# hc595_chain_drv

Fig. 1: hc595_chain_drv, power grid
Bar = 20 um. Pins as bars on the die edge. Tap cells in grey.
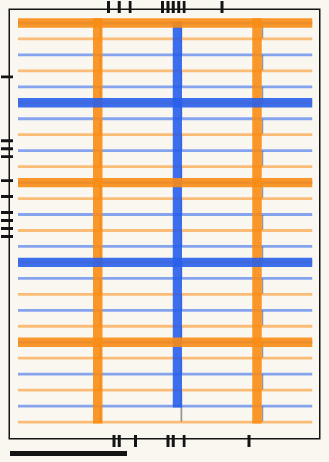

$ cat src/rtl/hc595_chain_drv.sv
// Serial driver for a daisy chain of 74HC595s: shifts a frame out on ds/shcp, then pulses stcp.
// Define HC595_OE_EN to add a PWM-dimmed output enable (i_duty, o_oe_n).
module hc595_chain_drv #(
  parameter int CHIPS     = 2,
  parameter int DIV       = 4,
  parameter int MSB_FIRST = 1
) (
  input  logic                 i_clk,
  input  logic                 i_rst,
  input  logic [8*CHIPS-1:0]   i_din,
  input  logic                 i_valid,
  output logic                 o_ready,
  output logic                 o_done,
  output logic                 o_shcp,
  output logic                 o_stcp,
  output logic                 o_ds,
`ifdef HC595_OE_EN
  input  logic [7:0]           i_duty,
  output logic                 o_oe_n,
`endif
  output logic [1:0]           o_dbg_state
);

  localparam int DW  = 8 * CHIPS;
  localparam int CW  = $clog2(DW + 1);
  localparam int DVW = (DIV > 1) ? $clog2(DIV) : 1;

  typedef enum logic [1:0] {
    S_IDLE  = 2'd0,
    S_SHIFT = 2'd1,
    S_LATCH = 2'd2
  } state_t;

  // Handshake: a frame is accepted on a rising clk edge where i_valid && o_ready;
  // o_ready is high only in IDLE, and i_din is sampled only at that edge.
  state_t          r_state, w_state;
  logic [DVW-1:0]  r_div, w_div;
  logic [CW-1:0]   r_bits, w_bits;
  logic [DW-1:0]   r_sr, w_sr;
  logic            r_ready, w_ready;
  logic            r_done, w_done;
  logic            r_shcp, w_shcp;
  logic            r_stcp, w_stcp;
  logic            r_ds, w_ds;
  logic            w_tick;
  logic            w_accept;

  assign w_tick   = (r_div == DVW'(DIV - 1));
  assign w_accept = i_valid && r_ready;

  always_comb begin
    w_state = r_state;
    w_div   = r_div;
    w_bits  = r_bits;
    w_sr    = r_sr;
    w_ready = r_ready;
    w_done  = 1'b0;
    w_shcp  = r_shcp;
    w_stcp  = r_stcp;
    w_ds    = r_ds;
    case (r_state)
      S_IDLE: begin
        if (w_accept) begin
          w_state = S_SHIFT;
          w_sr    = i_din;
          w_bits  = '0;
          w_div   = '0;
          w_shcp  = 1'b0;
          w_ready = 1'b0;
          w_ds    = (MSB_FIRST != 0) ? i_din[DW-1] : i_din[0];
        end
      end
      S_SHIFT: begin
        w_div = w_tick ? '0 : r_div + DVW'(1);
        if (w_tick) begin
          if (!r_shcp) begin
            w_shcp = 1'b1;
            w_bits = r_bits + CW'(1);
          end else begin
            w_shcp = 1'b0;
            // ds only moves on the falling shcp edge, centring it in the high phase.
            if (r_bits == CW'(DW)) begin
              w_stcp  = 1'b1;
              w_state = S_LATCH;
            end else if (MSB_FIRST != 0) begin
              w_sr = {r_sr[DW-2:0], 1'b0};
              w_ds = r_sr[DW-2];
            end else begin
              w_sr = {1'b0, r_sr[DW-1:1]};
              w_ds = r_sr[1];
            end
          end
        end
      end
      S_LATCH: begin
        w_div = w_tick ? '0 : r_div + DVW'(1);
        if (w_tick) begin
          w_stcp  = 1'b0;
          w_done  = 1'b1;
          w_ready = 1'b1;
          w_ds    = 1'b0;
          w_state = S_IDLE;
        end
      end
      default: begin
        w_state = S_IDLE;
        w_ready = 1'b1;
        w_shcp  = 1'b0;
        w_stcp  = 1'b0;
        w_ds    = 1'b0;
      end
    endcase
  end

  always_ff @(posedge i_clk or posedge i_rst) begin
    if (i_rst) begin
      r_state <= S_IDLE;
    end else begin
      r_state <= w_state;
    end
  end

  always_ff @(posedge i_clk or posedge i_rst) begin
    if (i_rst) begin
      r_div   <= '0;
      r_bits  <= '0;
      r_sr    <= '0;
      r_ready <= 1'b1;
      r_done  <= 1'b0;
      r_shcp  <= 1'b0;
      r_stcp  <= 1'b0;
      r_ds    <= 1'b0;
    end else begin
      r_div   <= w_div;
      r_bits  <= w_bits;
      r_sr    <= w_sr;
      r_ready <= w_ready;
      r_done  <= w_done;
      r_shcp  <= w_shcp;
      r_stcp  <= w_stcp;
      r_ds    <= w_ds;
    end
  end

  assign o_ready     = r_ready;
  assign o_done      = r_done;
  assign o_shcp      = r_shcp;
  assign o_stcp      = r_stcp;
  assign o_ds        = r_ds;
  assign o_dbg_state = r_state;

`ifdef HC595_OE_EN
  logic [7:0] r_pwm_cnt;
  logic       r_armed;
  logic       r_oe_n;

  // Outputs stay dark until a complete frame has been latched since reset.
  always_ff @(posedge i_clk or posedge i_rst) begin
    if (i_rst) begin
      r_pwm_cnt <= '0;
      r_armed   <= 1'b0;
      r_oe_n    <= 1'b1;
    end else begin
      r_pwm_cnt <= r_pwm_cnt + 8'd1;
      r_armed   <= r_armed | w_done;
      r_oe_n    <= !(r_armed && (r_pwm_cnt < i_duty));
    end
  end

  assign o_oe_n = r_oe_n;
`endif

endmodule

$ cat config.mk
export PLATFORM = sky130hd
export DESIGN_NAME = hc595_chain_drv
export DESIGN_NICKNAME = d
export VERILOG_FILES = /design/src/rtl/hc595_chain_drv.sv
export SDC_FILE = /design/constraint.sdc
export NUM_CORES = 1
export LEC_CHECK = 0
export CORE_ASPECT_RATIO = 1.4
export CORE_UTILIZATION = 43
export CTS_CLUSTER_DIAMETER = 100
export DETAILED_ROUTE_END_ITERATION = 10
export PLACE_DENSITY = 0.77
export SKIP_LAST_GASP = 1
export SLEW_MARGIN = 5
export SYNTH_ARGS = -nofsm -noshare
export SYNTH_HDL_FRONTEND = slang
export SYNTH_SLANG_ARGS = --single-unit
export TNS_END_PERCENT = 50
$ cat constraint.sdc
create_clock -name i_clk -period 2.2 [get_ports i_clk]
set_clock_uncertainty 0.1 [all_clocks]
set_input_delay 0.66 -clock i_clk [delete_from_list [all_inputs] [get_ports i_clk]]
set_output_delay 0.66 -clock i_clk [all_outputs]
set_load 0.01 [all_outputs]
# mem_sram_axi_master

`src/rtl/mem_axi_pkg.sv`:
```
// Shared definitions for the mem-side AXI4-Lite master.
//   - Access size encodings carried on the simple memory interface.
//   - AXI response codes seen on the B and R channels.
//   - Controller state enumeration.
//   - Helpers that classify an access request and a bus response.
package mem_axi_pkg;

  localparam logic [1:0] SZ_BYTE = 2'd0;
  localparam logic [1:0] SZ_HALF = 2'd1;
  localparam logic [1:0] SZ_WORD = 2'd2;
  localparam logic [1:0] SZ_RSVD = 2'd3;

  localparam logic [1:0] RESP_OKAY   = 2'b00;
  localparam logic [1:0] RESP_EXOKAY = 2'b01;
  localparam logic [1:0] RESP_SLVERR = 2'b10;
  localparam logic [1:0] RESP_DECERR = 2'b11;

  typedef enum logic [2:0] {
    IDLE,
    WADDR,
    WRESP,
    RADDR,
    RDATA,
    FIN
  } state_e;

  // An access is rejected before touching the bus when its size is the
  // reserved code or its address is not a multiple of its width.
  function automatic logic isBadAccess(input logic [1:0] sz, input logic [1:0] off);
    case (sz)
      SZ_BYTE: return 1'b0;
      SZ_HALF: return off[0];
      SZ_WORD: return off != 2'b00;
      default: return 1'b1;
    endcase
  endfunction

  // Anything other than OKAY is treated as a failed transfer.
  function automatic logic respBad(input logic [1:0] resp);
    return resp != RESP_OKAY;
  endfunction

endpackage

```
`src/rtl/mem_axi_lane.sv`:
```
// Byte-lane steering between the right-justified memory interface and the
// 32-bit AXI data bus. Purely combinational.
// Ports:
//   size_i  - access size code
//   off_i   - byte offset within the 32-bit word (addr[1:0])
//   din_i   - right-justified write data
//   rdata_i - raw AXI read data
//   wstrb_o - AXI write strobes for the addressed lanes
//   wdata_o - write data replicated across all lanes
//   dout_o  - addressed lanes of rdata_i, right-justified and zero-extended
module mem_axi_lane
  import mem_axi_pkg::*;
(
  input  logic [1:0]  size_i,
  input  logic [1:0]  off_i,
  input  logic [31:0] din_i,
  input  logic [31:0] rdata_i,
  output logic [3:0]  wstrb_o,
  output logic [31:0] wdata_o,
  output logic [31:0] dout_o
);

  logic [15:0] rdShifted;

  // Bring the addressed lane down to bit 0; only the low half is ever used
  // because sub-word accesses are at most 16 bits wide.
  assign rdShifted = 16'(rdata_i >> {off_i, 3'b000});

  // Replicating the write data means the slave finds the right bytes on
  // whichever lanes the strobe enables, without a separate data shifter.
  always_comb begin
    wstrb_o = 4'b0000;
    wdata_o = 32'h0;
    dout_o  = 32'h0;
    case (size_i)
      SZ_BYTE: begin
        wstrb_o = 4'b0001 << off_i;
        wdata_o = {4{din_i[7:0]}};
        dout_o  = {24'h0, rdShifted[7:0]};
      end
      SZ_HALF: begin
        wstrb_o = 4'b0011 << off_i;
        wdata_o = {2{din_i[15:0]}};
        dout_o  = {16'h0, rdShifted};
      end
      SZ_WORD: begin
        wstrb_o = 4'b1111;
        wdata_o = din_i;
        dout_o  = rdata_i;
      end
      default: begin
      end
    endcase
  end

endmodule

```
`src/rtl/mem_sram_axi_master.sv`:
```
// Turns single requests on the simple memory interface into AXI4-Lite
// transactions, one outstanding access at a time.
// Parameters: ADDR_W (address width), AXI_PROT (constant awprot/arprot).
// Ports:
//   clk, rst_n                - clock, synchronous active-low reset
//   en, wen, addr, size, din  - request (sampled only while idle)
//   done, err, dout           - one-cycle completion pulse, error flag, read data
//   m_aw*, m_w*, m_b*         - AXI write address / data / response channels
//   m_ar*, m_r*               - AXI read address / data channels
// Optional build macro MEM_SRAM_AXI_RESP_CHK_EN: when defined, a non-OKAY
// bresp/rresp raises err alongside done; otherwise responses are ignored.
module mem_sram_axi_master
  import mem_axi_pkg::*;
#(
  parameter int          ADDR_W   = 32,
  parameter logic [2:0]  AXI_PROT = 3'b000
) (
  input  logic              clk,
  input  logic              rst_n,
  input  logic              en,
  input  logic              wen,
  input  logic [ADDR_W-1:0] addr,
  input  logic [1:0]        size,
  input  logic [31:0]       din,
  output logic              done,
  output logic              err,
  output logic [31:0]       dout,
  output logic [ADDR_W-1:0] m_awaddr,
  output logic [2:0]        m_awprot,
  output logic              m_awvalid,
  input  logic              m_awready,
  output logic [31:0]       m_wdata,
  output logic [3:0]        m_wstrb,
  output logic              m_wvalid,
  input  logic              m_wready,
  input  logic [1:0]        m_bresp,
  input  logic              m_bvalid,
  output logic              m_bready,
  output logic [ADDR_W-1:0] m_araddr,
  output logic [2:0]        m_arprot,
  output logic              m_arvalid,
  input  logic              m_arready,
  input  logic [31:0]       m_rdata,
  input  logic [1:0]        m_rresp,
  input  logic              m_rvalid,
  output logic              m_rready
);

  state_e            state_q;
  logic [1:0]        size_q;
  logic [1:0]        off_q;
  logic              done_q;
  logic              err_q;
  logic [31:0]       dout_q;
  logic [ADDR_W-1:0] awaddr_q;
  logic [ADDR_W-1:0] araddr_q;
  logic [31:0]       wdata_q;
  logic [3:0]        wstrb_q;
  logic              awValid_q;
  logic              wValid_q;
  logic              bReady_q;
  logic              arValid_q;
  logic              rReady_q;

  logic [ADDR_W-1:0] alignedAddr;
  logic [1:0]        laneSize;
  logic [1:0]        laneOff;
  logic [3:0]        laneWstrb;
  logic [31:0]       laneWdata;
  logic [31:0]       laneDout;
  logic              awDone;
  logic              wDone;
  logic              bErr;
  logic              rErr;

  assign alignedAddr = {addr[ADDR_W-1:2], 2'b00};

  // While idle the lane logic works on the live request so write lanes can
  // be registered on acceptance; afterwards it uses the latched request so
  // read data is steered by the access that issued it.
  assign laneSize = (state_q == IDLE) ? size : size_q;
  assign laneOff  = (state_q == IDLE) ? addr[1:0] : off_q;

  mem_axi_lane u_lane (
    .size_i  (laneSize),
    .off_i   (laneOff),
    .din_i   (din),
    .rdata_i (m_rdata),
    .wstrb_o (laneWstrb),
    .wdata_o (laneWdata),
    .dout_o  (laneDout)
  );

`ifdef MEM_SRAM_AXI_RESP_CHK_EN
  assign bErr = respBad(m_bresp);
  assign rErr = respBad(m_rresp);
`else
  logic unusedResp;
  assign unusedResp = ^{m_bresp, m_rresp};
  assign bErr = 1'b0;
  assign rErr = 1'b0;
`endif

  // A write channel counts as finished once its valid has already dropped
  // or it is handshaking in this cycle, so AW and W may complete in any order.
  assign awDone = !awValid_q || m_awready;
  assign wDone  = !wValid_q  || m_wready;

  // Single controller: every interface output is a register updated here.
  always_ff @(posedge clk) begin
    if (!rst_n) begin
      state_q   <= IDLE;
      size_q    <= SZ_BYTE;
      off_q     <= 2'b00;
      done_q    <= 1'b0;
      err_q     <= 1'b0;
      dout_q    <= 32'h0;
      awaddr_q  <= '0;
      araddr_q  <= '0;
      wdata_q   <= 32'h0;
      wstrb_q   <= 4'b0000;
      awValid_q <= 1'b0;
      wValid_q  <= 1'b0;
      bReady_q  <= 1'b0;
      arValid_q <= 1'b0;
      rReady_q  <= 1'b0;
    end else begin
      case (state_q)
        IDLE: begin
          if (en) begin
            size_q <= size;
            off_q  <= addr[1:0];
            if (isBadAccess(size, addr[1:0])) begin
              done_q  <= 1'b1;
              err_q   <= 1'b1;
              state_q <= FIN;
            end else if (wen) begin
              awaddr_q  <= alignedAddr;
              wdata_q   <= laneWdata;
              wstrb_q   <= laneWstrb;
              awValid_q <= 1'b1;
              wValid_q  <= 1'b1;
              state_q   <= WADDR;
            end else begin
              araddr_q  <= alignedAddr;
              arValid_q <= 1'b1;
              state_q   <= RADDR;
            end
          end
        end
        WADDR: begin
          if (awDone && wDone) begin
            awValid_q <= 1'b0;
            wValid_q  <= 1'b0;
            bReady_q  <= 1'b1;
            state_q   <= WRESP;
          end else begin
            if (m_awready) awValid_q <= 1'b0;
            if (m_wready)  wValid_q  <= 1'b0;
          end
        end
        WRESP: begin
          if (m_bvalid) begin
            bReady_q <= 1'b0;
            done_q   <= 1'b1;
            err_q    <= bErr;
            state_q  <= FIN;
          end
        end
        RADDR: begin
          if (m_arready) begin
            arValid_q <= 1'b0;
            rReady_q  <= 1'b1;
            state_q   <= RDATA;
          end
        end
        RDATA: begin
          if (m_rvalid) begin
            rReady_q <= 1'b0;
            dout_q   <= laneDout;
            done_q   <= 1'b1;
            err_q    <= rErr;
            state_q  <= FIN;
          end
        end
        FIN: begin
          done_q  <= 1'b0;
          err_q   <= 1'b0;
          state_q <= IDLE;
        end
        default: state_q <= IDLE;
      endcase
    end
  end

  assign done      = done_q;
  assign err       = err_q;
  assign dout      = dout_q;
  assign m_awaddr  = awaddr_q;
  assign m_awprot  = AXI_PROT;
  assign m_awvalid = awValid_q;
  assign m_wdata   = wdata_q;
  assign m_wstrb   = wstrb_q;
  assign m_wvalid  = wValid_q;
  assign m_bready  = bReady_q;
  assign m_araddr  = araddr_q;
  assign m_arprot  = AXI_PROT;
  assign m_arvalid = arValid_q;
  assign m_rready  = rReady_q;

endmodule

```
`config.mk`:
```
export PLATFORM = sky130hd
export DESIGN_NAME = mem_sram_axi_master
export DESIGN_NICKNAME = d
export VERILOG_FILES = /design/src/rtl/mem_axi_pkg.sv /design/src/rtl/mem_axi_lane.sv /design/src/rtl/mem_sram_axi_master.sv
export SDC_FILE = /design/constraint.sdc
export NUM_CORES = 1
export LEC_CHECK = 0
export ABC_AREA = 1
export CORE_ASPECT_RATIO = 1.5
export CORE_UTILIZATION = 52
export DETAILED_ROUTE_END_ITERATION = 10
export DONT_BUFFER_PORTS = 1
export GPL_TIMING_DRIVEN = 0
export PLACE_DENSITY = 0.68
export SLEW_MARGIN = 40
export SYNTH_ARGS = -nofsm -noshare
export SYNTH_HDL_FRONTEND = slang
export SYNTH_SLANG_ARGS = --single-unit
```
`constraint.sdc`:
```
create_clock -name clk -period 3.3 [get_ports clk]
set_clock_uncertainty 0.1 [all_clocks]
set_input_delay 0.66 -clock clk [delete_from_list [all_inputs] [get_ports clk]]
set_output_delay 0.66 -clock clk [all_outputs]
set_load 0.005 [all_outputs]
```
# nyq_ctrl

<file path="src/rtl/nyq_ctrl_pkg.sv">
// Shared definitions for the polyphase decimator controller: FSM encoding
// and register-map addresses.
package nyq_ctrl_pkg;

    typedef enum logic [2:0] {
        ST_IDLE = 3'd0,
        ST_WAIT = 3'd1,
        ST_ACC  = 3'd2,
        ST_DUMP = 3'd3,
        ST_CLR  = 3'd4
    } state_e;

    localparam int unsigned REG_CTRL   = 0;
    localparam int unsigned REG_DECIM  = 1;
    localparam int unsigned REG_OVRCLR = 2;

    // States in which the datapath is busy and a new sample cannot be taken.
    function automatic logic is_frame_state(input state_e s);
        return s inside {ST_ACC, ST_DUMP, ST_CLR};
    endfunction

endpackage

</file>
<file path="src/rtl/nyq_ctrl.sv">
// Polyphase decimator controller: sequences MAC accumulate, partial-sum
// shift and accumulator clear across DecM1+1 input samples per output.
module nyq_ctrl
    import nyq_ctrl_pkg::*;
#(
    parameter int ADDR_WIDTH = 5,
    parameter int MEM_WIDTH  = 32,
    parameter int CNT_WIDTH  = 3
) (
    input  logic                  Clk_CI,
    input  logic                  Rst_RBI,
    input  logic                  WrEn_SI,
    input  logic [ADDR_WIDTH-1:0] Addr_DI,
    input  logic [MEM_WIDTH-1:0]  PAR_In_DI,
    input  logic                  In_Vld_SI,
    output logic [CNT_WIDTH-1:0]  Cnt_DO,
    output logic                  MacEn_SO,
    output logic                  Clr_SO,
    output logic                  ShiftEn_SO,
    output logic                  Out_Vld_SO,
    output logic                  Busy_SO,
    output logic                  Ovr_SO
);

    state_e                 state_q, state_d;
    logic                   enable_q, enable_d;
    logic [CNT_WIDTH-1:0]   decm1_q, decm1_d;
    logic [CNT_WIDTH-1:0]   dec_act_q, dec_act_d;
    logic [CNT_WIDTH-1:0]   cnt_q, cnt_d;
    logic                   mac_en_q, mac_en_d;
    logic                   clr_q, clr_d;
    logic                   shift_en_q, shift_en_d;
    logic                   out_vld_q, out_vld_d;
    logic                   busy_q, busy_d;
    logic                   ovr_q, ovr_d;

    logic                   wr_ctrl, wr_decim, wr_ovrclr;
    logic                   unused_par;

    assign wr_ctrl    = WrEn_SI && (Addr_DI == ADDR_WIDTH'(REG_CTRL));
    assign wr_decim   = WrEn_SI && (Addr_DI == ADDR_WIDTH'(REG_DECIM));
    assign wr_ovrclr  = WrEn_SI && (Addr_DI == ADDR_WIDTH'(REG_OVRCLR));
    assign unused_par = ^PAR_In_DI[MEM_WIDTH-1:CNT_WIDTH];

    always_comb begin
        enable_d = enable_q;
        decm1_d  = decm1_q;
        if (wr_ctrl)  enable_d = PAR_In_DI[0];
        if (wr_decim) decm1_d  = PAR_In_DI[CNT_WIDTH-1:0];
    end

    // NOTE: every variable gets its hold value before the case so that no
    // branch can leave one unassigned and infer a latch.
    always_comb begin
        state_d   = state_q;
        cnt_d     = cnt_q;
        dec_act_d = dec_act_q;

        unique case (state_q)
            ST_IDLE: begin
                if (enable_q) state_d = ST_CLR;
            end
            ST_CLR: begin
                if (enable_q) begin
                    state_d   = ST_WAIT;
                    dec_act_d = decm1_q;
                end else begin
                    state_d = ST_IDLE;
                end
            end
            ST_WAIT: begin
                if (!enable_q)      state_d = ST_CLR;
                else if (In_Vld_SI) state_d = ST_ACC;
            end
            ST_ACC: begin
                if (!enable_q) begin
                    state_d = ST_CLR;
                end else if (cnt_q < dec_act_q) begin
                    state_d = ST_WAIT;
                    cnt_d   = cnt_q + CNT_WIDTH'(1);
                end else begin
                    state_d = ST_DUMP;
                end
            end
            ST_DUMP: begin
                state_d = ST_CLR;
            end
            default: begin
                state_d = ST_IDLE;
            end
        endcase

        // Every path into CLR or IDLE restarts the phase count.
        if (state_d == ST_CLR || state_d == ST_IDLE) cnt_d = '0;
    end

    always_comb begin
        ovr_d = ovr_q;
        if (In_Vld_SI && is_frame_state(state_q)) ovr_d = 1'b1;
        if (wr_ovrclr)                            ovr_d = 1'b0;
    end

    // Outputs are registered copies of the next-state decode, so they line
    // up cycle-for-cycle with the state they describe.
    always_comb begin
        mac_en_d   = (state_d == ST_ACC);
        shift_en_d = (state_d == ST_DUMP);
        clr_d      = (state_d == ST_CLR);
        out_vld_d  = (state_q == ST_DUMP);
        busy_d     = (cnt_d != '0) || is_frame_state(state_d);
    end

    // NOTE: sequential state uses non-blocking assignments so all flops
    // sample their inputs from the same pre-edge values.
    always_ff @(posedge Clk_CI or negedge Rst_RBI) begin
        if (!Rst_RBI) begin
            state_q    <= ST_IDLE;
            enable_q   <= 1'b0;
            decm1_q    <= '1;
            dec_act_q  <= '1;
            cnt_q      <= '0;
            mac_en_q   <= 1'b0;
            clr_q      <= 1'b0;
            shift_en_q <= 1'b0;
            out_vld_q  <= 1'b0;
            busy_q     <= 1'b0;
            ovr_q      <= 1'b0;
        end else begin
            state_q    <= state_d;
            enable_q   <= enable_d;
            decm1_q    <= decm1_d;
            dec_act_q  <= dec_act_d;
            cnt_q      <= cnt_d;
            mac_en_q   <= mac_en_d;
            clr_q      <= clr_d;
            shift_en_q <= shift_en_d;
            out_vld_q  <= out_vld_d;
            busy_q     <= busy_d;
            ovr_q      <= ovr_d;
        end
    end

    assign Cnt_DO     = cnt_q;
    assign MacEn_SO   = mac_en_q;
    assign Clr_SO     = clr_q;
    assign ShiftEn_SO = shift_en_q;
    assign Out_Vld_SO = out_vld_q;
    assign Busy_SO    = busy_q;
    assign Ovr_SO     = ovr_q;

endmodule
</file>
<file path="config.mk">
export PLATFORM = sky130hd
export DESIGN_NAME = nyq_ctrl
export DESIGN_NICKNAME = d
export VERILOG_FILES = /design/src/rtl/nyq_ctrl_pkg.sv /design/src/rtl/nyq_ctrl.sv
export SDC_FILE = /design/constraint.sdc
export NUM_CORES = 1
export LEC_CHECK = 0
export CAP_MARGIN = 10
export CORE_MARGIN = 2
export CORE_UTILIZATION = 35
export CTS_CLUSTER_DIAMETER = 40
export DETAILED_ROUTE_END_ITERATION = 8
export MAX_ROUTING_LAYER = met4
export PLACE_DENSITY = 0.75
export SETUP_SLACK_MARGIN = 0.15
export SYNTH_ARGS = -nofsm -noshare
export SYNTH_HDL_FRONTEND = slang
export SYNTH_SLANG_ARGS = --single-unit
</file>
<file path="constraint.sdc">
create_clock -name Clk_CI -period 1.6 [get_ports Clk_CI]
set_input_delay 0.48 -clock Clk_CI [delete_from_list [all_inputs] [get_ports Clk_CI]]
set_output_delay 0.48 -clock Clk_CI [all_outputs]
set_load 0.1 [all_outputs]
</file>
Fig. 2: nyq_ctrl, power grid
Bar = 20 um. Pins as bars on the die edge. Tap cells in grey.
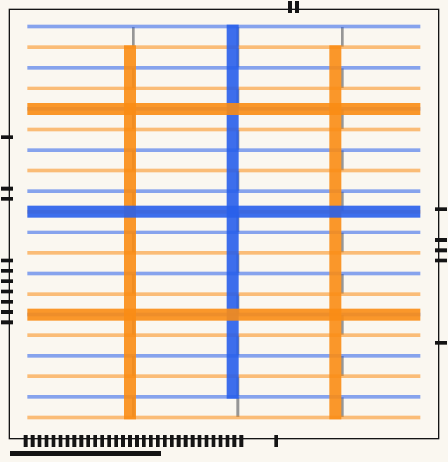
VSS: shown in orange. VDD: shown in blue.
31 tap cells. The core has 19 rows. 3 straps on met5. 50 signal pins sit on the boundary.
Core Area: 2690 um^2
VDD IR max: 0.970 mV

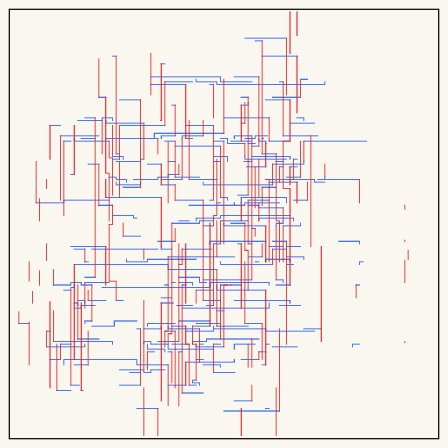
Fig. 3. Wiring by layer (nyq_ctrl).
Two of the layers only.
met2: shown in red, wire length 970 um. met1: shown in blue, wire length 782 um.
Avg WL per Cell: 12.1 um
gr usage total: 0.129

==> flow_summary.yaml, nyq_ctrl <==
# implementation run metrics
outcome:
  outcome: "completed"
layout:
  final_area_um2: 1510
  fin_cells: 151
  diodes: 0
grt:
  grt.overflow.total: 0
floorplan:
  die_height_um: 56.6
  chipArea_um2: 3200
worst_setup_path:
  critPathMaxFanout: 5
  cp.arrival_ns: 1.80
  reg2regPathDepth: 6
timing:
  whs_ns: 0.492
detailed_routing:
  vias: 740
synth:
  ys_top_logic_family: "simple AND/OR/NAND/NOR gates"
  ys_area_um2: 968
clocking:
  ctsResizeCount: 17
  clock_sinks: 19
place:
  placed_area_um2: 1370
flow_run:
  max_cap_violations: 0
[nyq_ctrl: cell families after synthesis]
logic type	count (synthesis)
multiplexers	9
flip-flops	19
buffers and inverters	10
adder cells (fa/ha/maj)	3
XOR/XNOR	2
AND-OR/OR-AND	19
AND/OR/NAND/NOR	23
[nyq_ctrl: metal layers]
layer  global-route usage  vias to the layer above
li1                     -                      371
met1                0.141                      354
met2                0.233                       15
met3               0.0276                        0
met4               0.0408                        0
met5                    -                        -
[nyq_ctrl: power by group]
part           switching [uW]  leakage, uW  internal (uW)
combinational             468     0.000404            373
clock                     149    0.0000177           93.0
sequential                102     0.000230            599
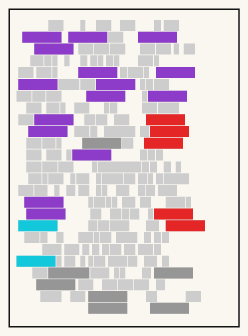
Fig. 4. Where the registers sit (hc595_chain_drv).
`r_bits`: shown in red, flops 5. `r_sr`: shown in purple, flops 15. `r_div`: shown in cyan, flops 2.
Another 7 sequential cells are not coloured.
Seq area share: 0.370
Register Area: 727 um^2
final core utilization: 0.577

## Picture notes: Fig. 1
VDD: shown in blue. VSS: shown in orange.
5 straps on met5. 26 signal pins sit on the boundary. The core has 25 rows. 26 met1 rails follow the rows.
Die Span X: 52.7 um
Die Height: 72.9 um
Core Area: 3410 um^2
VDD IR max: 0.756 mV

==> flow_summary.yaml, hc595_chain_drv <==
# implementation run metrics
worst_setup_path:
  critPathTopFamily: "flip-flops"
  critPathLaunchType: "flop"
  reg2regPathDepth: 7
  end_kind: "output port"
  critPathMaxFanout: 5
  crit_required_ns: 1.44
detailed_routing:
  wl_met2_um: 1720
  wl_met1_um: 1190
  firstDrtPassIters: 4
grt:
  grt_use_met3: 0.0542
  grt.busiest_layer: "met2"
layout:
  regMostFlops: "r_sr"
  reg_top3: "r_sr x15, r_bits x5"
  flow.area_growth_from_synthesis_pct: 27.3
  final_layout_size_suffix_gt1_frac: 0.145
synth:
  numSynthFlops: 29
  synth_cells: 150
  synthTopCellsByCount: "dfrtp_1, nor2_1, mux2i_1, a21oi_1, inv_1"
  top_area_cell: "dfrtp_1"
pwr:
  seq_cell_power_uw: 939
  p_leak_uw: 0.000830
outcome:
  outcome: "completed"
floorplan:
  chipArea_um2: 3840
-- hc595_chain_drv: worst max path at each step --
stage                              start        end  slack, ns  cells past startpoint
after CTS                        o_ready    o_ready       0.05                      1
after global routing             o_ready    o_ready       0.03                      1
after global placement           i_valid       o_ds      -0.09                      6
after floorplan           o_dbg_state[0]   r_sr[10]       0.12                      7
after detailed placement         i_valid  r_bits[3]      -0.12                      5
final                            o_ready    o_ready       0.06                      1
-- hc595_chain_drv: what timing repair did --
item | 4_1_cts | 5_1_grt
gates resized | 0 | 1
buffers inserted | 0 | 0
endpoints found under the setup margin | 0 | 3
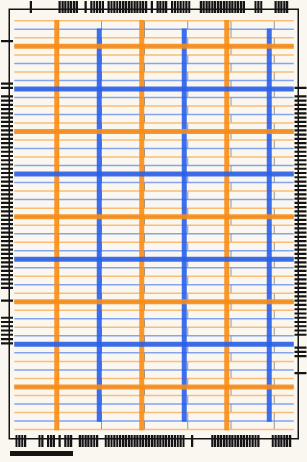
Fig. 5. Power grid (mem_sram_axi_master).
Bar = 20 um. Pins as bars on the die edge. Tap cells in grey.
VSS: shown in orange. VDD: shown in blue.
150 tap cells. The core has 48 rows. 256 signal pins sit on the boundary. 9 straps on met5. 49 met1 rails follow the rows.
Die Span X: 91.8 um
VDD IR max: 0.445 mV
Die Height: 137 um

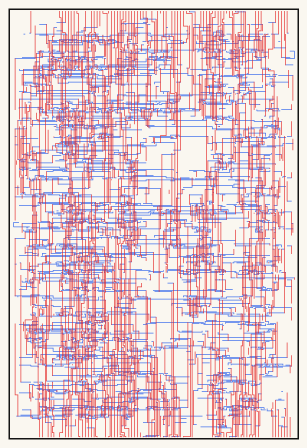
Fig. 6. Wiring by layer (mem_sram_axi_master).
Two of the layers only.
met1: shown in blue, wire length 6,870 um. met2: shown in red, wire length 9,570 um.
gr usage total: 0.288
Avg WL per Cell: 16.9 um

==> flow_summary.yaml, mem_sram_axi_master <==
# implementation run metrics
outcome:
  outcome: "completed"
synth:
  synth_seq_share: 0.452
  simple_gate_area_frac: 0.290
  ys_top_logic_family: "simple AND/OR/NAND/NOR gates"
  syn-cell-area_um2: 6290
  top_area_cell: "dfxtp_1"
place:
  place_congestion: 0.950
  pre_cts_ws_ns: 1.06
  dp_hpwl_um: 14300
detailed_routing:
  met3WireLength_um: 1700
  wl_met2_um: 9570
  vias_per_cell: 5.50
layout:
  diodes: 0
  postLayoutCoreUtil: 0.608
  layout_top_cell: "nor2_1"
grt:
  grt_antenna_before_repair: 0
  grt.overflow.total: 0
  grt_pass1_vias: 5768
hold_path:
  worstHoldStart: "m_bvalid"
  hold_depth: 1
clocking:
  cts_made_buffers: 17
worst_setup_path:
  critPathTopFamily: "simple AND/OR/NAND/NOR gates"
  crit_type: "flop to flop"
  slowest_stage: "buf_1"
timing:
  period_minus_slack_ns: 2.10
  fin_setup_tns_ns: 0
pwr:
  power.density_nw_per_um2: 838
  power_uw: 5940
floorplan:
  core_um2: 11700
==> mem_sram_axi_master: sequential cells by signal (all words and copies together), names as in the netlist <==
name,flops
m_awaddr,30
m_awvalid,1
m_bready,1
m_arvalid,1
m_wvalid,1
size_q,2
m_wdata,32
dout,32
m_rready,1
state_q,3
m_araddr,30
err,1
done,1
off_q,2
m_wstrb,4
==> mem_sram_axi_master: where the power goes <==
part           switching, uW  total [uW]  internal [uW]
Combinational           1330        1930            600
Sequential               200        2150           1950
Clock                    776        1850           1070

==> gallery <==
Routing congestion map.
Plate I
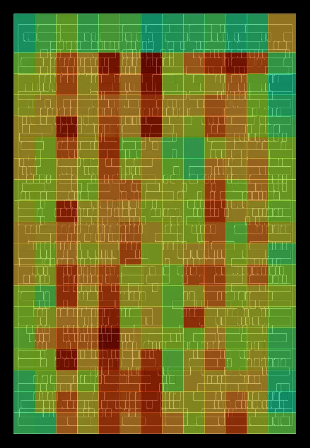
Plate II
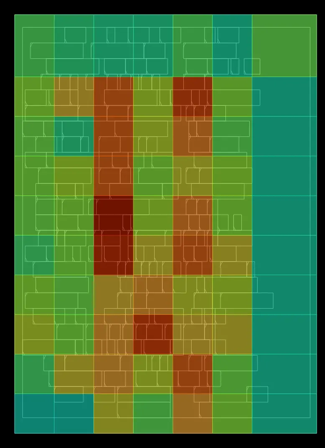
Plate III
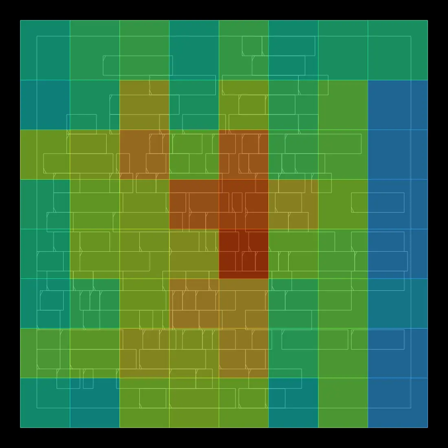
Plate I comes from mem_sram_axi_master.
Plate II comes from hc595_chain_drv.
Plate III comes from nyq_ctrl.



==> notes/layouts.md <==
Pictures saved along the way, in no particular order.

A small window of the routed layout.
image #1
Window x 30 to 55, y 2 to 27 um. Cells in grey, sequential cells in the stronger grey; small squares are vias.
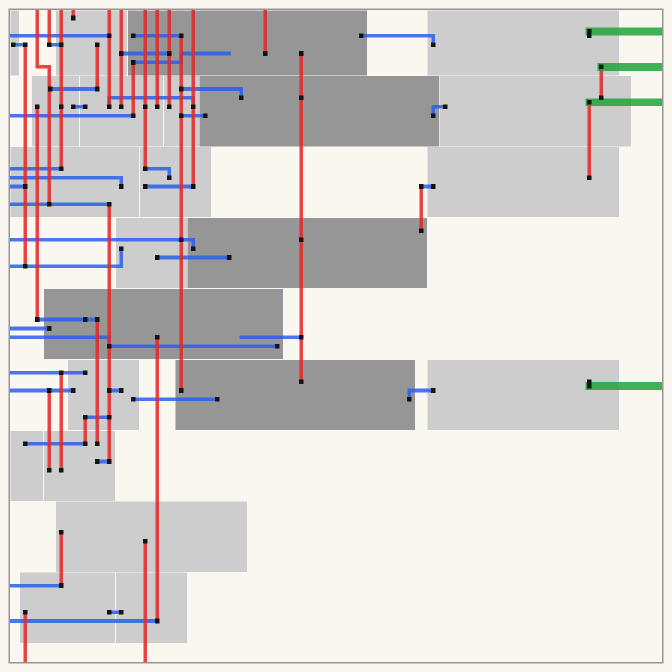
image #2
Window x 56 to 81, y 22 to 47 um. Cells in grey, sequential cells in the stronger grey; small squares are vias.
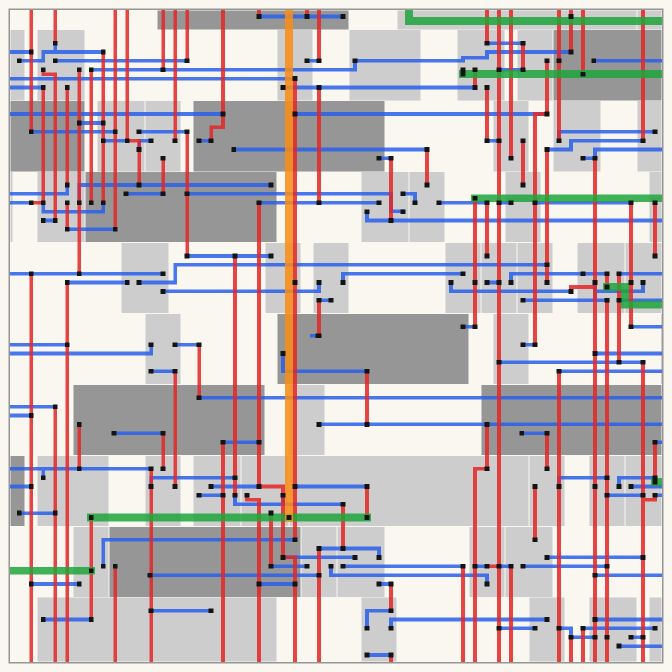
image #3
Window x 27 to 52, y 6 to 31 um. Cells in grey, sequential cells in the stronger grey; small squares are vias.
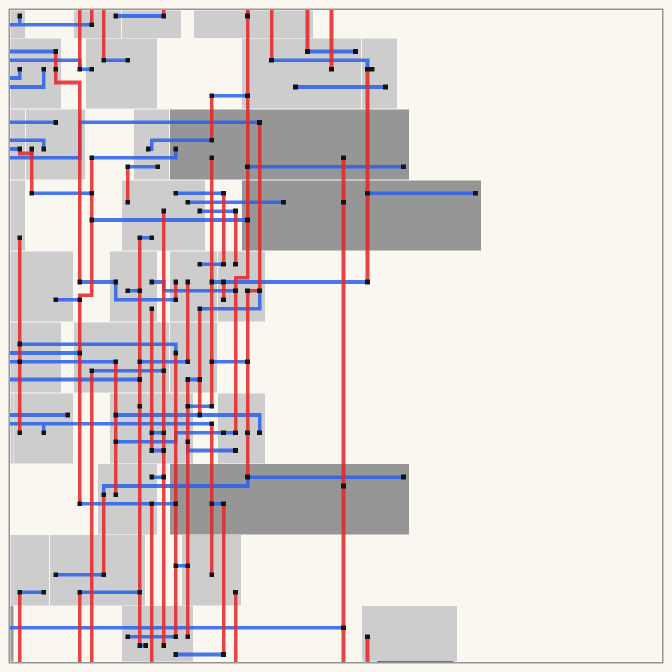
mem_sram_axi_master is image #2.
hc595_chain_drv is image #3.
nyq_ctrl is image #1.

Key to image #3:
met1: shown in blue. met2: shown in red.
Most frequent: o21ai_0 (3), dfrtp_1 (3), clkdlybuf4s50_1 (3). Netlist names of flops here include `r_bits` (2), `o_shcp` (1). Sequential cells in the window: 3. 24 logic cells have their middle in the window.

Power is estimated from default activity; no workload was simulated.
